=== block 1 ===
==> block_1/sizes.png <==
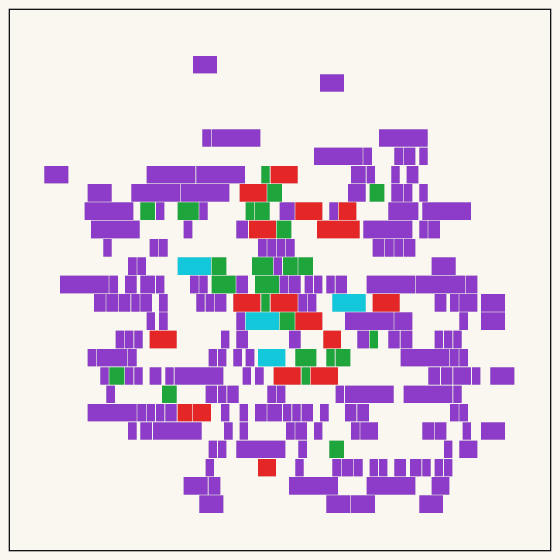

[src/rtl/uart_tx_frame_if.sv]
// Word handshake between a byte source (master) and the UART transmitter (slave).
// A word moves on any cycle where data_valid && data_ready.
interface uart_tx_frame_if #(
  parameter int DATA_BITS = 8
);
  logic [DATA_BITS-1:0] data;
  logic                 data_valid;
  logic                 data_ready;

  modport master (output data, output data_valid, input data_ready);
  modport slave  (input data, input data_valid, output data_ready);
endinterface

[src/rtl/uart_tx_frame.sv]
// UART transmitter: one word per handshake -> start/data/[parity]/stop frame on tx.
// Optional parity bit is enabled by defining UART_TX_PARITY_EN.
module uart_tx_frame #(
  parameter int DATA_BITS    = 8,
  parameter int CLKS_PER_BIT = 16,
  parameter int STOP_BITS    = 1,
  parameter int MSB_FIRST    = 0,
  parameter int PARITY_ODD   = 0
) (
  input  logic               clk,
  input  logic               rst,
  uart_tx_frame_if.slave     s,
  output logic               tx,
  output logic               busy,
  output logic               done
);
  localparam int CW = $clog2(CLKS_PER_BIT);
  localparam int IW = $clog2(DATA_BITS + 1);
  localparam logic [CW-1:0] BIT_LAST  = CW'(CLKS_PER_BIT - 1);
  localparam logic [IW-1:0] IDX_LAST  = IW'(DATA_BITS - 1);
  localparam logic          STOP_LAST = 1'(STOP_BITS - 1);

  if (DATA_BITS < 5 || DATA_BITS > 9 || CLKS_PER_BIT < 2 ||
      (STOP_BITS != 1 && STOP_BITS != 2) ||
      (MSB_FIRST != 0 && MSB_FIRST != 1) ||
      (PARITY_ODD != 0 && PARITY_ODD != 1)) begin : g_bad_params
    $error("uart_tx_frame: illegal parameter value");
  end

  typedef enum logic [2:0] {
    IDLE, START, DATA, STOP
`ifdef UART_TX_PARITY_EN
    , PARITY
`endif
  } state_t;

  state_t               state_q, state_d;
  logic [CW-1:0]        bit_cnt_q, bit_cnt_d;
  logic [IW-1:0]        data_idx_q, data_idx_d;
  logic                 stop_cnt_q, stop_cnt_d;
  logic [DATA_BITS-1:0] shreg_q, shreg_d;
  logic                 tx_q, tx_d;
  logic                 busy_q, busy_d;
  logic                 done_q, done_d;
  logic                 ready_q, ready_d;
  logic                 hs, bit_end, last_d;
`ifdef UART_TX_PARITY_EN
  logic                 parity_q, parity_d;
`endif

  always_comb begin
    state_d    = state_q;
    bit_cnt_d  = bit_cnt_q;
    data_idx_d = data_idx_q;
    stop_cnt_d = stop_cnt_q;
    shreg_d    = shreg_q;
`ifdef UART_TX_PARITY_EN
    parity_d   = parity_q;
`endif
    hs      = s.data_valid && ready_q;
    bit_end = (bit_cnt_q == BIT_LAST);

    if (state_q != IDLE)
      bit_cnt_d = bit_end ? '0 : bit_cnt_q + CW'(1);

    case (state_q)
      IDLE: begin
        if (hs) begin
          state_d   = START;
          bit_cnt_d = '0;
          shreg_d   = s.data;
`ifdef UART_TX_PARITY_EN
          parity_d  = (^s.data) ^ 1'(PARITY_ODD);
`endif
        end
      end
      START: begin
        if (bit_end) begin
          state_d    = DATA;
          data_idx_d = '0;
        end
      end
      DATA: begin
        if (bit_end) begin
          if (MSB_FIRST != 0)
            shreg_d = {shreg_q[DATA_BITS-2:0], 1'b0};
          else
            shreg_d = {1'b0, shreg_q[DATA_BITS-1:1]};
          if (data_idx_q == IDX_LAST) begin
`ifdef UART_TX_PARITY_EN
            state_d = PARITY;
`else
            state_d = STOP;
`endif
            stop_cnt_d = 1'b0;
          end else begin
            data_idx_d = data_idx_q + IW'(1);
          end
        end
      end
`ifdef UART_TX_PARITY_EN
      PARITY: begin
        if (bit_end) begin
          state_d    = STOP;
          stop_cnt_d = 1'b0;
        end
      end
`endif
      STOP: begin
        if (bit_end) begin
          if (stop_cnt_q == STOP_LAST) begin
            // A word offered in the last stop cycle starts the next frame with no idle gap.
            if (hs) begin
              state_d   = START;
              shreg_d   = s.data;
`ifdef UART_TX_PARITY_EN
              parity_d  = (^s.data) ^ 1'(PARITY_ODD);
`endif
            end else begin
              state_d = IDLE;
            end
          end else begin
            stop_cnt_d = stop_cnt_q + 1'b1;
          end
        end
      end
      default: state_d = IDLE;
    endcase

    // Outputs are registered, so they are derived from the next-state values.
    tx_d = 1'b1;
    case (state_d)
      START:   tx_d = 1'b0;
      DATA:    tx_d = (MSB_FIRST != 0) ? shreg_d[DATA_BITS-1] : shreg_d[0];
`ifdef UART_TX_PARITY_EN
      PARITY:  tx_d = parity_d;
`endif
      default: tx_d = 1'b1;
    endcase
    last_d  = (state_d == STOP) && (stop_cnt_d == STOP_LAST) && (bit_cnt_d == BIT_LAST);
    done_d  = last_d;
    ready_d = (state_d == IDLE) || last_d;
    busy_d  = (state_d != IDLE);
  end

  always_ff @(posedge clk) begin
    if (rst) begin
      state_q    <= IDLE;
      bit_cnt_q  <= '0;
      data_idx_q <= '0;
      stop_cnt_q <= 1'b0;
      shreg_q    <= '0;
      tx_q       <= 1'b1;
      busy_q     <= 1'b0;
      done_q     <= 1'b0;
      ready_q    <= 1'b1;
`ifdef UART_TX_PARITY_EN
      parity_q   <= 1'b0;
`endif
    end else begin
      state_q    <= state_d;
      bit_cnt_q  <= bit_cnt_d;
      data_idx_q <= data_idx_d;
      stop_cnt_q <= stop_cnt_d;
      shreg_q    <= shreg_d;
      tx_q       <= tx_d;
      busy_q     <= busy_d;
      done_q     <= done_d;
      ready_q    <= ready_d;
`ifdef UART_TX_PARITY_EN
      parity_q   <= parity_d;
`endif
    end
  end

  assign tx           = tx_q;
  assign busy         = busy_q;
  assign done         = done_q;
  assign s.data_ready = ready_q;
endmodule
[src/flat_wrapper.sv]
// flat-port wrapper written by rule: the top's interface ports become plain ports
module uart_tx_frame_flat 
#(
  parameter int DATA_BITS    = 8,
  parameter int CLKS_PER_BIT = 16,
  parameter int STOP_BITS    = 1,
  parameter int MSB_FIRST    = 0,
  parameter int PARITY_ODD   = 0
)
  (clk, rst, tx, busy, done, s_data, s_data_valid, s_data_ready);
  uart_tx_frame_if #(.DATA_BITS(DATA_BITS)) s_i ();
  input  logic clk;
  input  logic rst;
  output logic tx;
  output logic busy;
  output logic done;
  input wire logic [$bits(s_i.data)-1:0] s_data;
  input wire logic [$bits(s_i.data_valid)-1:0] s_data_valid;
  output wire logic [$bits(s_i.data_ready)-1:0] s_data_ready;
  assign s_i.data = s_data;
  assign s_i.data_valid = s_data_valid;
  assign s_data_ready = s_i.data_ready;
  uart_tx_frame #(.DATA_BITS(DATA_BITS), .CLKS_PER_BIT(CLKS_PER_BIT), .STOP_BITS(STOP_BITS), .MSB_FIRST(MSB_FIRST), .PARITY_ODD(PARITY_ODD)) u_core (.clk(clk), .rst(rst), .s(s_i), .tx(tx), .busy(busy), .done(done));
endmodule
[config.mk]
export PLATFORM = sky130hd
export DESIGN_NAME = uart_tx_frame_flat
export DESIGN_NICKNAME = d
export VERILOG_FILES = /design/src/rtl/uart_tx_frame_if.sv /design/src/rtl/uart_tx_frame.sv /design/src/flat_wrapper.sv
export SDC_FILE = /design/constraint.sdc
export NUM_CORES = 1
export LEC_CHECK = 0
export ABC_AREA = 1
export CAP_MARGIN = 40
export CORE_MARGIN = 5
export CORE_UTILIZATION = 30
export DETAILED_ROUTE_END_ITERATION = 12
export SLEW_MARGIN = 15
export SYNTH_ARGS = -nofsm -noshare
export SYNTH_HDL_FRONTEND = slang
export SYNTH_SLANG_ARGS = --single-unit
[constraint.sdc]
create_clock -name clk -period 1.85 [get_ports clk]
set_input_delay 0.4625 -clock clk [delete_from_list [all_inputs] [get_ports clk]]
set_output_delay 0.4625 -clock clk [all_outputs]
set_load 0.005 [all_outputs]
=== block 2 ===
===== src/rtl/apx_rt_pkg.sv =====
// apx_rt_pkg: shared constants and tree-shape helpers for apx_rt_pipe.
package apx_rt_pkg;
  localparam int ERR_CNT_W = 16;
  localparam logic MODE_OR = 1'b0;
  localparam logic MODE_XS = 1'b1;
  function automatic int levels(input int n);
    int l = 1;
    for (int m = n / 2; m > 1; m = m / 4) l++;
    return l;
  endfunction
  function automatic int lvl_cnt(input int n, input int l);
    return n >> (2 * (l + 1));
  endfunction
  function automatic int lvl_off(input int n, input int l);
    int o = 0;
    for (int k = 0; k < l; k++) o += lvl_cnt(n, k);
    return o;
  endfunction
  function automatic int ncout(input int n);
    return lvl_off(n, levels(n) - 1);
  endfunction
  function automatic int ncmp(input int n);
    return ncout(n) + 1;
  endfunction
endpackage


===== src/rtl/apx_rt_pipe_cprs42.sv =====
// apx_cprs42: combinational approximate 4:2 compressor, OR-approximate or XOR-saturating.
module apx_cprs42
  import apx_rt_pkg::*;
(
  input  logic [3:0] a,
  input  logic       mode,
  output logic       sum,
  output logic       carry,
  output logic       err
);
  logic p, q, r, s, x12, x34;
  always_comb begin
    p = a[0] | a[1];
    q = a[2] | a[3];
    r = a[0] & a[1];
    s = a[2] & a[3];
    x12 = a[0] ^ a[1];
    x34 = a[2] ^ a[3];
    err = mode == MODE_OR ? r & s : &a;
    sum = mode == MODE_OR ? (p ^ q) ^ (r | s) : (x12 ^ x34) | err;
    carry = mode == MODE_XS ? (x12 & x34) | (r ^ s) | err : ((p | q) & (r | s)) | (p & q);
  end
endmodule


===== src/rtl/apx_rt_pipe.sv =====
// apx_rt_pipe: pipelined approximate 4:2 reduction-tree column with error tracking.
// Define APX_ERR_CNT_EN to include the saturating erroneous-transaction counter.
module apx_rt_pipe
  import apx_rt_pkg::*;
#(
  parameter int N_IN = 8,
  parameter int PIPE_LVL = 0,
  localparam int LEVELS = levels(N_IN),
  localparam int NCOUT = ncout(N_IN),
  localparam int NCMP = NCOUT + 1
) (
  input  logic                 clk,
  input  logic                 rst_n,
  input  logic                 in_valid,
  input  logic [N_IN-1:0]      x,
  input  logic [1:0]           cin,
  input  logic                 mode,
  output logic                 out_valid,
  output logic                 sum_r,
  output logic                 carry_r,
  output logic [NCOUT-1:0]     cout_r,
  output logic [NCMP-1:0]      err_vec_r,
  output logic                 error_r,
  output logic [ERR_CNT_W-1:0] err_cnt,
  input  logic                 err_cnt_clr
);
  localparam int F = LEVELS - 1;
  logic st_v [LEVELS];
  logic st_m [LEVELS];
  logic [1:0] st_c [LEVELS];
  logic [N_IN-1:0] st_s [LEVELS];
  logic [NCOUT-1:0] st_co [LEVELS];
  logic [NCOUT-1:0] st_e [LEVELS];
  logic [NCMP-1:0] cs, cc, ce;
  assign st_v[0] = in_valid;
  assign st_m[0] = mode;
  assign st_c[0] = cin;
  assign st_s[0] = x;
  assign st_co[0] = '0;
  assign st_e[0] = '0;
  // Each non-final level folds its carries/errs into the accumulators that ride with the transaction
  for (genvar l = 0; l < F; l++) begin : g_lvl
    localparam int CNT = lvl_cnt(N_IN, l);
    localparam int OFF = lvl_off(N_IN, l);
    logic [N_IN-1:0] ls_d;
    logic [NCOUT-1:0] lco_d, le_d;
    for (genvar i = 0; i < CNT; i++) begin : g_c
      apx_cprs42 u_c (.a(st_s[l][4*i +: 4]), .mode(st_m[l]), .sum(cs[OFF+i]), .carry(cc[OFF+i]), .err(ce[OFF+i]));
    end
    always_comb begin
      ls_d = '0;
      ls_d[CNT-1:0] = cs[OFF +: CNT];
      lco_d = st_co[l];
      lco_d[OFF +: CNT] = cc[OFF +: CNT];
      le_d = st_e[l];
      le_d[OFF +: CNT] = ce[OFF +: CNT];
    end
    if (PIPE_LVL != 0) begin : g_reg
      logic pv_q, pm_q;
      logic [1:0] pc_q;
      logic [N_IN-1:0] ps_q;
      logic [NCOUT-1:0] pco_q, pe_q;
      always_ff @(posedge clk)
        if (!rst_n) begin
          pv_q <= 1'b0;
          pm_q <= 1'b0;
          pc_q <= '0;
          ps_q <= '0;
          pco_q <= '0;
          pe_q <= '0;
        end else begin
          pv_q <= st_v[l];
          if (st_v[l]) begin
            pm_q <= st_m[l];
            pc_q <= st_c[l];
            ps_q <= ls_d;
            pco_q <= lco_d;
            pe_q <= le_d;
          end
        end
      assign st_v[l+1] = pv_q;
      assign st_m[l+1] = pm_q;
      assign st_c[l+1] = pc_q;
      assign st_s[l+1] = ps_q;
      assign st_co[l+1] = pco_q;
      assign st_e[l+1] = pe_q;
    end else begin : g_wire
      assign st_v[l+1] = st_v[l];
      assign st_m[l+1] = st_m[l];
      assign st_c[l+1] = st_c[l];
      assign st_s[l+1] = ls_d;
      assign st_co[l+1] = lco_d;
      assign st_e[l+1] = le_d;
    end
  end
  apx_cprs42 u_f (.a({st_c[F], st_s[F][1:0]}), .mode(st_m[F]), .sum(cs[NCMP-1]), .carry(cc[NCMP-1]), .err(ce[NCMP-1]));
  logic v_q, sum_d, sum_q, carry_d, carry_q;
  logic [NCOUT-1:0] co_d, co_q;
  logic [NCMP-1:0] ev_d, ev_q;
  always_comb begin
    sum_d = st_v[F] ? cs[NCMP-1] : sum_q;
    carry_d = st_v[F] ? cc[NCMP-1] : carry_q;
    co_d = st_v[F] ? st_co[F] : co_q;
    ev_d = st_v[F] ? {ce[NCMP-1], st_e[F]} : ev_q;
  end
  always_ff @(posedge clk)
    if (!rst_n) begin
      v_q <= 1'b0;
      sum_q <= 1'b0;
      carry_q <= 1'b0;
      co_q <= '0;
      ev_q <= '0;
    end else begin
      v_q <= st_v[F];
      sum_q <= sum_d;
      carry_q <= carry_d;
      co_q <= co_d;
      ev_q <= ev_d;
    end
  assign out_valid = v_q;
  assign sum_r = sum_q;
  assign carry_r = carry_q;
  assign cout_r = co_q;
  assign err_vec_r = ev_q;
  assign error_r = |ev_q;
`ifdef APX_ERR_CNT_EN
  logic [ERR_CNT_W-1:0] err_cnt_d, err_cnt_q;
  always_comb err_cnt_d = err_cnt_clr ? '0 : (st_v[F] && |ev_d && !(&err_cnt_q)) ? err_cnt_q + 1'b1 : err_cnt_q;
  always_ff @(posedge clk) err_cnt_q <= !rst_n ? '0 : err_cnt_d;
  assign err_cnt = err_cnt_q;
`else
  logic unused_clr;
  assign unused_clr = err_cnt_clr;
  assign err_cnt = '0;
`endif
endmodule


===== config.mk =====
export PLATFORM = sky130hd
export DESIGN_NAME = apx_rt_pipe
export DESIGN_NICKNAME = d
export VERILOG_FILES = /design/src/rtl/apx_rt_pkg.sv /design/src/rtl/apx_rt_pipe_cprs42.sv /design/src/rtl/apx_rt_pipe.sv
export SDC_FILE = /design/constraint.sdc
export NUM_CORES = 1
export LEC_CHECK = 0
export CORE_UTILIZATION = 28
export DETAILED_ROUTE_END_ITERATION = 12
export PLACE_DENSITY = 0.61
export SLEW_MARGIN = 20
export SYNTH_ARGS = -nofsm -noshare
export SYNTH_HDL_FRONTEND = slang
export SYNTH_SLANG_ARGS = --single-unit

===== constraint.sdc =====
create_clock -name clk -period 4.5 [get_ports clk]
set_clock_uncertainty 0.2 [all_clocks]
set_input_delay 1.35 -clock clk [delete_from_list [all_inputs] [get_ports clk]]
set_output_delay 1.35 -clock clk [all_outputs]
set_load 0.01 [all_outputs]

=== block 3 ===
[src/rtl/alu_sweep_ctrl_if.sv]
// Bus between the ALU sweep controller and its environment (ALU plus host).
// The slave side is the controller; the master side drives start and the ALU result.
interface alu_sweep_ctrl_if;
    logic       start;
    logic [3:0] y_in;
    logic [1:0] A_out;
    logic [1:0] B_out;
    logic [1:0] sel_out;
    logic [5:0] vec_idx;
    logic       busy;
    logic       done;
    logic [9:0] sum;
    logic [7:0] sig;
    logic [1:0] dbg_state;

    // start is a level request taken only in IDLE; done is a one-cycle completion strobe.
    modport master (
        output start, y_in,
        input  A_out, B_out, sel_out, vec_idx, busy, done, sum, sig, dbg_state
    );
    modport slave (
        input  start, y_in,
        output A_out, B_out, sel_out, vec_idx, busy, done, sum, sig, dbg_state
    );
endinterface

[src/rtl/alu_sweep_ctrl.sv]
// Walks a 2-bit ALU through all 64 {A,B,sel} vectors and folds the sampled
// results into a running sum and an 8-bit rotate-XOR signature.
module alu_sweep_ctrl #(
    parameter int unsigned SETTLE = 1
) (
    input  logic             clk,
    input  logic             rst,
    alu_sweep_ctrl_if.slave  bus
);
    localparam logic [3:0] SETTLE_L = 4'(SETTLE);

    typedef enum logic [1:0] {
        S_IDLE   = 2'd0,
        S_WAIT   = 2'd1,
        S_SAMPLE = 2'd2,
        S_DONE   = 2'd3
    } state_t;

    state_t     r_state, w_state_next;
    logic [3:0] r_cnt, w_cnt_next;
    logic [5:0] r_vec, w_vec_next;
    logic [9:0] r_sum, w_sum_next;
    logic [7:0] r_sig, w_sig_next;

    always_ff @(posedge clk) begin
        if (rst) begin
            r_state <= S_IDLE;
            r_cnt   <= 4'd0;
            r_vec   <= 6'd0;
            r_sum   <= 10'd0;
            r_sig   <= 8'd0;
        end else begin
            r_state <= w_state_next;
            r_cnt   <= w_cnt_next;
            r_vec   <= w_vec_next;
            r_sum   <= w_sum_next;
            r_sig   <= w_sig_next;
        end
    end

    always_comb begin
        w_state_next = r_state;
        w_cnt_next   = r_cnt;
        w_vec_next   = r_vec;
        w_sum_next   = r_sum;
        w_sig_next   = r_sig;
        unique case (r_state)
            S_IDLE: begin
                if (bus.start) begin
                    w_state_next = S_WAIT;
                    w_cnt_next   = SETTLE_L;
                    w_vec_next   = 6'd0;
                    w_sum_next   = 10'd0;
                    w_sig_next   = 8'd0;
                end
            end
            S_WAIT: begin
                // Leaving when the count reads 1 yields exactly SETTLE cycles here.
                w_cnt_next = r_cnt - 4'd1;
                if (r_cnt == 4'd1) begin
                    w_state_next = S_SAMPLE;
                end
            end
            S_SAMPLE: begin
                w_sum_next = r_sum + {6'd0, bus.y_in};
                w_sig_next = {r_sig[6:0], r_sig[7]} ^ {4'b0000, bus.y_in};
                if (r_vec == 6'd63) begin
                    w_state_next = S_DONE;
                end else begin
                    w_vec_next   = r_vec + 6'd1;
                    w_cnt_next   = SETTLE_L;
                    w_state_next = S_WAIT;
                end
            end
            S_DONE: begin
                w_state_next = S_IDLE;
            end
            default: begin
                w_state_next = S_IDLE;
            end
        endcase
    end

    assign bus.vec_idx   = r_vec;
    assign bus.A_out     = r_vec[5:4];
    assign bus.B_out     = r_vec[3:2];
    assign bus.sel_out   = r_vec[1:0];
    assign bus.sum       = r_sum;
    assign bus.sig       = r_sig;
    assign bus.busy      = (r_state == S_WAIT) || (r_state == S_SAMPLE);
    assign bus.done      = (r_state == S_DONE);
    assign bus.dbg_state = r_state;
endmodule
[src/flat_wrapper.sv]
// flat-port wrapper written by rule: the top's interface ports become plain ports
module alu_sweep_ctrl_flat 
#(
    parameter int unsigned SETTLE = 1
)
  (clk, rst, bus_start, bus_y_in, bus_A_out, bus_B_out, bus_sel_out, bus_vec_idx, bus_busy, bus_done, bus_sum, bus_sig, bus_dbg_state);
  alu_sweep_ctrl_if bus_i ();
  input  logic clk;
  input  logic rst;
  input wire logic [$bits(bus_i.start)-1:0] bus_start;
  input wire logic [$bits(bus_i.y_in)-1:0] bus_y_in;
  output wire logic [$bits(bus_i.A_out)-1:0] bus_A_out;
  output wire logic [$bits(bus_i.B_out)-1:0] bus_B_out;
  output wire logic [$bits(bus_i.sel_out)-1:0] bus_sel_out;
  output wire logic [$bits(bus_i.vec_idx)-1:0] bus_vec_idx;
  output wire logic [$bits(bus_i.busy)-1:0] bus_busy;
  output wire logic [$bits(bus_i.done)-1:0] bus_done;
  output wire logic [$bits(bus_i.sum)-1:0] bus_sum;
  output wire logic [$bits(bus_i.sig)-1:0] bus_sig;
  output wire logic [$bits(bus_i.dbg_state)-1:0] bus_dbg_state;
  assign bus_i.start = bus_start;
  assign bus_i.y_in = bus_y_in;
  assign bus_A_out = bus_i.A_out;
  assign bus_B_out = bus_i.B_out;
  assign bus_sel_out = bus_i.sel_out;
  assign bus_vec_idx = bus_i.vec_idx;
  assign bus_busy = bus_i.busy;
  assign bus_done = bus_i.done;
  assign bus_sum = bus_i.sum;
  assign bus_sig = bus_i.sig;
  assign bus_dbg_state = bus_i.dbg_state;
  alu_sweep_ctrl #(.SETTLE(SETTLE)) u_core (.clk(clk), .rst(rst), .bus(bus_i));
endmodule
[config.mk]
export PLATFORM = sky130hd
export DESIGN_NAME = alu_sweep_ctrl_flat
export DESIGN_NICKNAME = d
export VERILOG_FILES = /design/src/rtl/alu_sweep_ctrl_if.sv /design/src/rtl/alu_sweep_ctrl.sv /design/src/flat_wrapper.sv
export SDC_FILE = /design/constraint.sdc
export NUM_CORES = 1
export LEC_CHECK = 0
export CORE_AREA = 2 2 62 64
export CTS_CLUSTER_DIAMETER = 80
export CTS_CLUSTER_SIZE = 28
export DETAILED_ROUTE_END_ITERATION = 16
export DIE_AREA = 0 0 64 66
export GPL_ROUTABILITY_DRIVEN = 0
export PLACE_DENSITY = 0.8
export SETUP_SLACK_MARGIN = 0.1
export SYNTH_ARGS = -nofsm -noshare
export SYNTH_HDL_FRONTEND = slang
export SYNTH_SLANG_ARGS = --single-unit
[constraint.sdc]
create_clock -name clk -period 2.6 [get_ports clk]
set_input_delay 0.78 -clock clk [delete_from_list [all_inputs] [get_ports clk]]
set_output_delay 0.78 -clock clk [all_outputs]
set_load 0.005 [all_outputs]
==> block_3/placement_by_type.png <==
Fill, decap, tap and diode cells in gray.
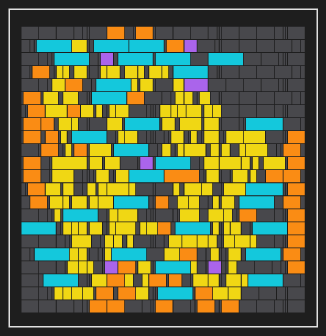
- cyan: sequential cells (cells 30; share of their area 29%)
- yellow: combinational and other logic (cells 140; share of their area 46%)
- orange: remaining buffers and delay cells (cells 48; share of their area 23%)
- purple: clock drivers and dummy loads (cells 6; share of their area 2.5%)

==> impl_metrics.yaml, block 3 <==
# generated from flow reports
run_status:
  status: "finished, final reports clean"
clock_network:
  clock_path_buffers: 2
  htreeDepth: 2
cells_and_area:
  nets: 244
hold_path:
  min_to: "u_core.r_cnt[1]"
  holdCritStartpoint: "u_core.r_cnt[1]"
power_and_ir_drop:
  switchingPower_uw: 306
  p_total_uw: 1030
setup_path:
  crit_type: "input port to flip-flop"
final_timing:
  finalClockSkew_ns: 0.00844
  worst_pin_slew_ns: 0.544
  final.setup.tns_ns: 0
  holdWs_ns: 0.495
logic_synthesis:
  synth.largest_area_cell: "dfxtp_1"
  synth_top_cell_by_count: "dfxtp_1"
routing:
  wl_met3_um: 178
die:
  die_area_mm2: 0.00422
-- block 3: cells by family (layout without fill, tap and decap cells) --
family | Yosys count | in the layout | share of synthesized area, %
flops | 30 | 30 | 37.2
fa+ha+maj | 12 | 12 | 9.76
mux | 2 | 2 | 1.32
xor+xnor | 9 | 9 | 4.88
compound gates | 54 | 54 | 22.9
simple gates | 55 | 55 | 17.7
buf+inv | 19 | 62 | 6.27
-- block 3: flip-flops by register name, indices dropped and copies added (netlist names) --
signal and count:
u_core.bus.sum 10, u_core.bus.dbg_state 2, u_core.bus.sig 8, u_core.bus.vec_idx 6, u_core.r_cnt 4
-- block 3: cell type report --
| type | count | area [µm²] |
|---|---|---|
| Timing Repair Buffer | 48 | 473 |
| Fill cell | 325 | 1420 |
| Inverter | 8 | 30.0 |
| Sequential cell | 30 | 603 |
| Tap cell | 48 | 60.1 |
| Clock buffer | 6 | 51.3 |
| Multi-Input combinational cell | 132 | 917 |
-- block 3: critical path, cell delays in order --
cell and delay [ns]:
clkdlybuf4s50_1 0.48, ha_1 0.17, inv_1 0.05, fa_1 0.39, nor2b_1 0.15, o21ai_2 0.11
a2111o_1 0.41, o21ai_0 0.06
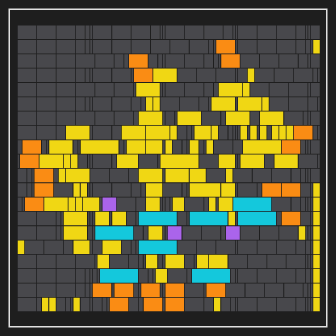
(block_2/placement_by_type.png)
Fill, decap, tap and diode cells in gray.
- orange: remaining buffers and delay cells (cells 22; share of their area 20%)
- yellow: combinational and other logic (cells 91; share of their area 63%)
- cyan: sequential cells (cells 8; share of their area 15%)
- purple: clock drivers (cells 3; share of their area 2.0%)

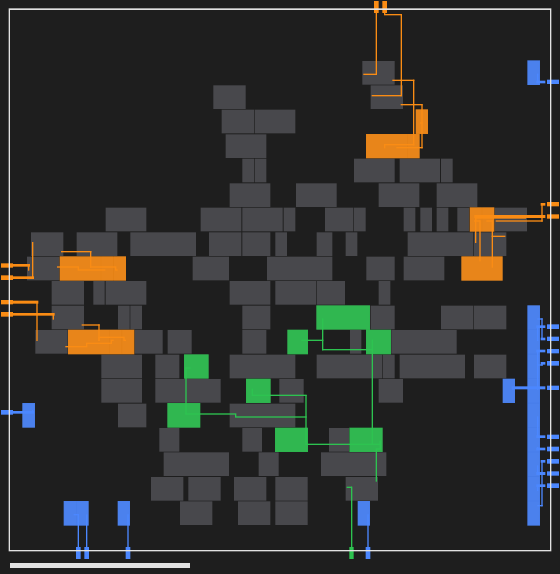
(block_2/io_fan.png)
Scale bar: 20 µm.
- blue: err_cnt (bits 16; direction output; end cells 16; buffers 0; wire 45.2 µm)
- green: in_valid (bits 1; direction input; end cells 8; buffers 1; wire 74.7 µm)
- orange: x (bits 8; direction input; end cells 12; buffers 8; wire 128 µm)

==> impl_metrics.yaml, block 2 <==
# generated from flow reports
routing:
  vias: 680
  wl_met3_um: 73
  vias_per_cell: 4.05
  drc: 0
logic_synthesis:
  synth_top_cell_by_count: "ha_1"
  synth.area.mux_share_pct: 5.44
  synth.largest_area_cell: "ha_1"
  ys_seq_share_pct: 17.0
  ys_top_logic_family: "adder cells"
  syn_area_per_cell_um2: 9.24
  xor_area_share_pct: 0
power_and_ir_drop:
  share_seq_of_total_power_pct: 33.4
  clkPwrFrac_pct: 22.6
  p_sw_share_pct: 32.2
setup_path:
  worstSetupStartpointType: "input port"
  endpoint_kind: "flip-flop"
  arrival_ns: 4.20
  critPathLaunch: "x[4]"
final_timing:
  setup_viol: 0
  drv_slew: 0
clock_network:
  cts.sinks: 8
cells_and_area:
  largest_register_ffs: 3
global_routing:
  grt_pass1_wl_um: 2500
  antenna_found_initial: 0
  grtUsageMet2_pct: 17.0
die:
  die_h_um: 60.0
  rows: 20
hold_path:
  holdCritStartpoint: "cout_r[1]"
run_status:
  status: "finished, final reports clean"
place:
  post-place-ws_ns: -0.00953
  gp_congestion: 0.748
block 2: cell families (layout without fill, tap and decap cells):
group                    after synthesis  count (layout)
AND/OR/NAND/NOR                       20              20
other                                  1              16
multiplexers                           5               5
AND-OR/OR-AND                          6               6
adder cells (fa/ha/maj)               24              24
flip-flops                             8               8
buffers and inverters                 38              45
block 2: power by group through the flow:
stage / combinational [µW] / sequential, µW / clock, µW
after detailed placement: 106 / 80.9 / 0
after floorplan: 75.2 / 83.0 / 0
final: 104 / 79.3 / 53.7
after CTS: 107 / 79.4 / 55.7
after global placement: 101 / 80.8 / 0
after global routing: 120 / 79.9 / 60.1
block 2: worst max-delay path, cell delays in order:
cell and delay [ns]:
clkdlybuf4s50_1 0.42, ha_1 0.23, inv_1 0.06, ha_1 0.14
inv_1 0.05, fa_1 0.48, nor2_1 0.05, a21oi_1 0.16
ha_1 0.20, inv_1 0.05, ha_1 0.21, fa_1 0.42
and2b_2 0.20, o32ai_2 0.18
block 2: area by class of cell:
class                   instances  area [µm²]  area share (%)
clock buffers                   3        22.5            1.95
inverters                      20        75.1            6.49
multi-input cells              71         624            53.9
flip-flops and latches          8         160            13.8
well taps                      44        55.1            4.76
repair buffers                 22         220            19.0
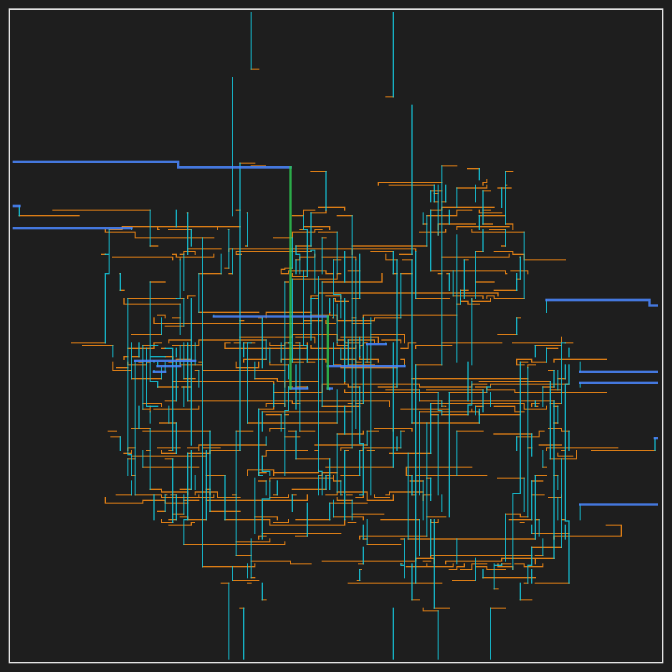
(block_1/wires.png)
- orange: metal 1 (wire length 1550 µm)
- blue: metal 3 (wire length 132 µm)
- green: metal 4 (wire length 36.0 µm)
- cyan: metal 2 (wire length 1480 µm)

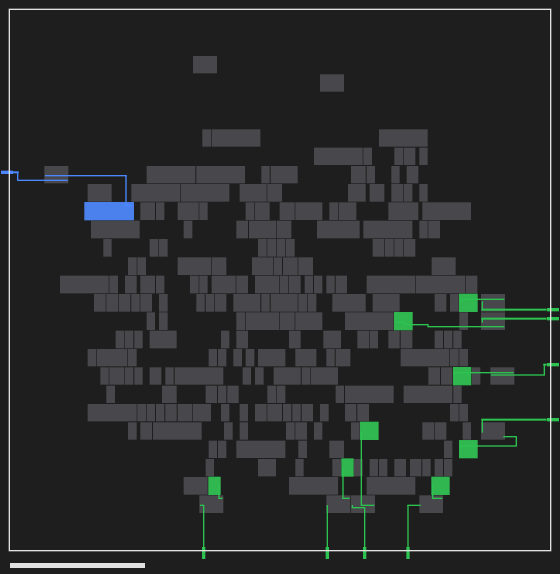
(block_1/io_fan.png)
Scale bar: 20 µm.
- blue: done (bits 1; direction output; end cells 1; buffers 1; wire 26.5 µm)
- green: s_data (bits 8; direction input; end cells 8; buffers 8; wire 139 µm)

Notes on block_1/sizes.png above:
- cyan: _6 and larger (cells 4; share 1.7%)
- green: _2 cells (cells 24; share 10%)
- purple: _0 and _1 cells (cells 194; share 81%)
- red: _3 and _4 cells (cells 17; share 7.1%)

==> impl_metrics.yaml, block 1 <==
# generated from flow reports
setup_path:
  cp_cell_sequence: "clkdlybuf4s50_1"
global_routing:
  grt_pass1_vias: 1230
  grt_pass1_wl_um: 5510
clock_network:
  postCtsResizedCells: 0
  cts_tree: "built"
logic_synthesis:
  synth-edff-count: 0
  syn_area_mm2: 0.00148
  synth_top_cell_by_count: "nand2_1"
  synth.area.mux_share_pct: 0
  ys_sh_adder_pct: 1.69
  top_cell_area_share_pct: 32.5
run_status:
  status: "finished, final reports clean"
routing:
  drt_wl_total_um: 3190
  vias_per_cell: 4.43
  dr.pass1.iters: 4
power_and_ir_drop:
  p_total_uw: 1040
final_timing:
  setup_viol: 0
hold_path:
  min_to: "u_core.data_idx_q[1]"
-- block 1: worst reg2reg max path: stages (launching register included) --
cell	delay, ns
dfxtp_1	0.37
ha_1	0.22
nand2_1	0.10
nor2_4	0.14
nand2_1	0.11
nand2_1	0.13
nand3_1	0.10
nor2_2	0.18
nor2_1	0.06
nand2_1	0.09
nand2_1	0.05
-- block 1: flip-flops by register name, summed over array words and instances (netlist names) --
name	count
u_core.bit_cnt_q	4
u_core.busy	1
u_core.data_idx_q	4
u_core.done	1
u_core.s.data_ready	1
u_core.shreg_q	8
u_core.state_q	3
u_core.stop_cnt_q	1
u_core.tx	1
-- block 1: power breakdown --
group / switching (µW) / internal, µW
Clock: 156 / 145
Sequential: 19.4 / 540
Combinational: 101 / 79.3
-- block 1: per-stage QoR --
step,hold WS [ns],TNS (ns),util (%),std cells,setup slack (ns)
2_1_floorplan,0.450,0,-,220,0.439
3_3_place_gp,0.474,0,36.3,303,0.0188
3_5_place_dp,0.477,-0.00605,36.3,303,-0.00605
4_1_cts,0.492,0,37.2,306,0.123
5_1_grt,0.507,0,37.3,306,0.0264
6_report,0.489,0,37.3,306,0.196

==> layout pictures side by side <==
Cell placement.
picture 1
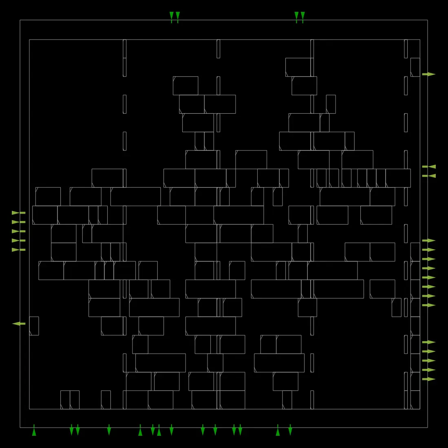
picture 2
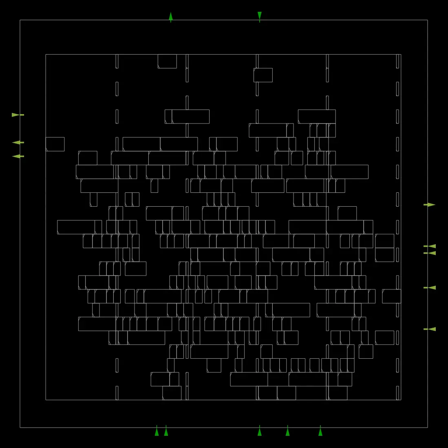
picture 3
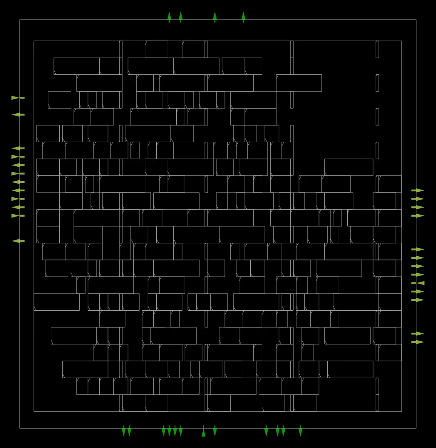
| picture | from |
|---|---|
| picture 1 | block 2 |
| picture 3 | block 3 |
| picture 2 | block 1 |
- fewest cells: picture 1


Power and IR drop assume default switching activity.
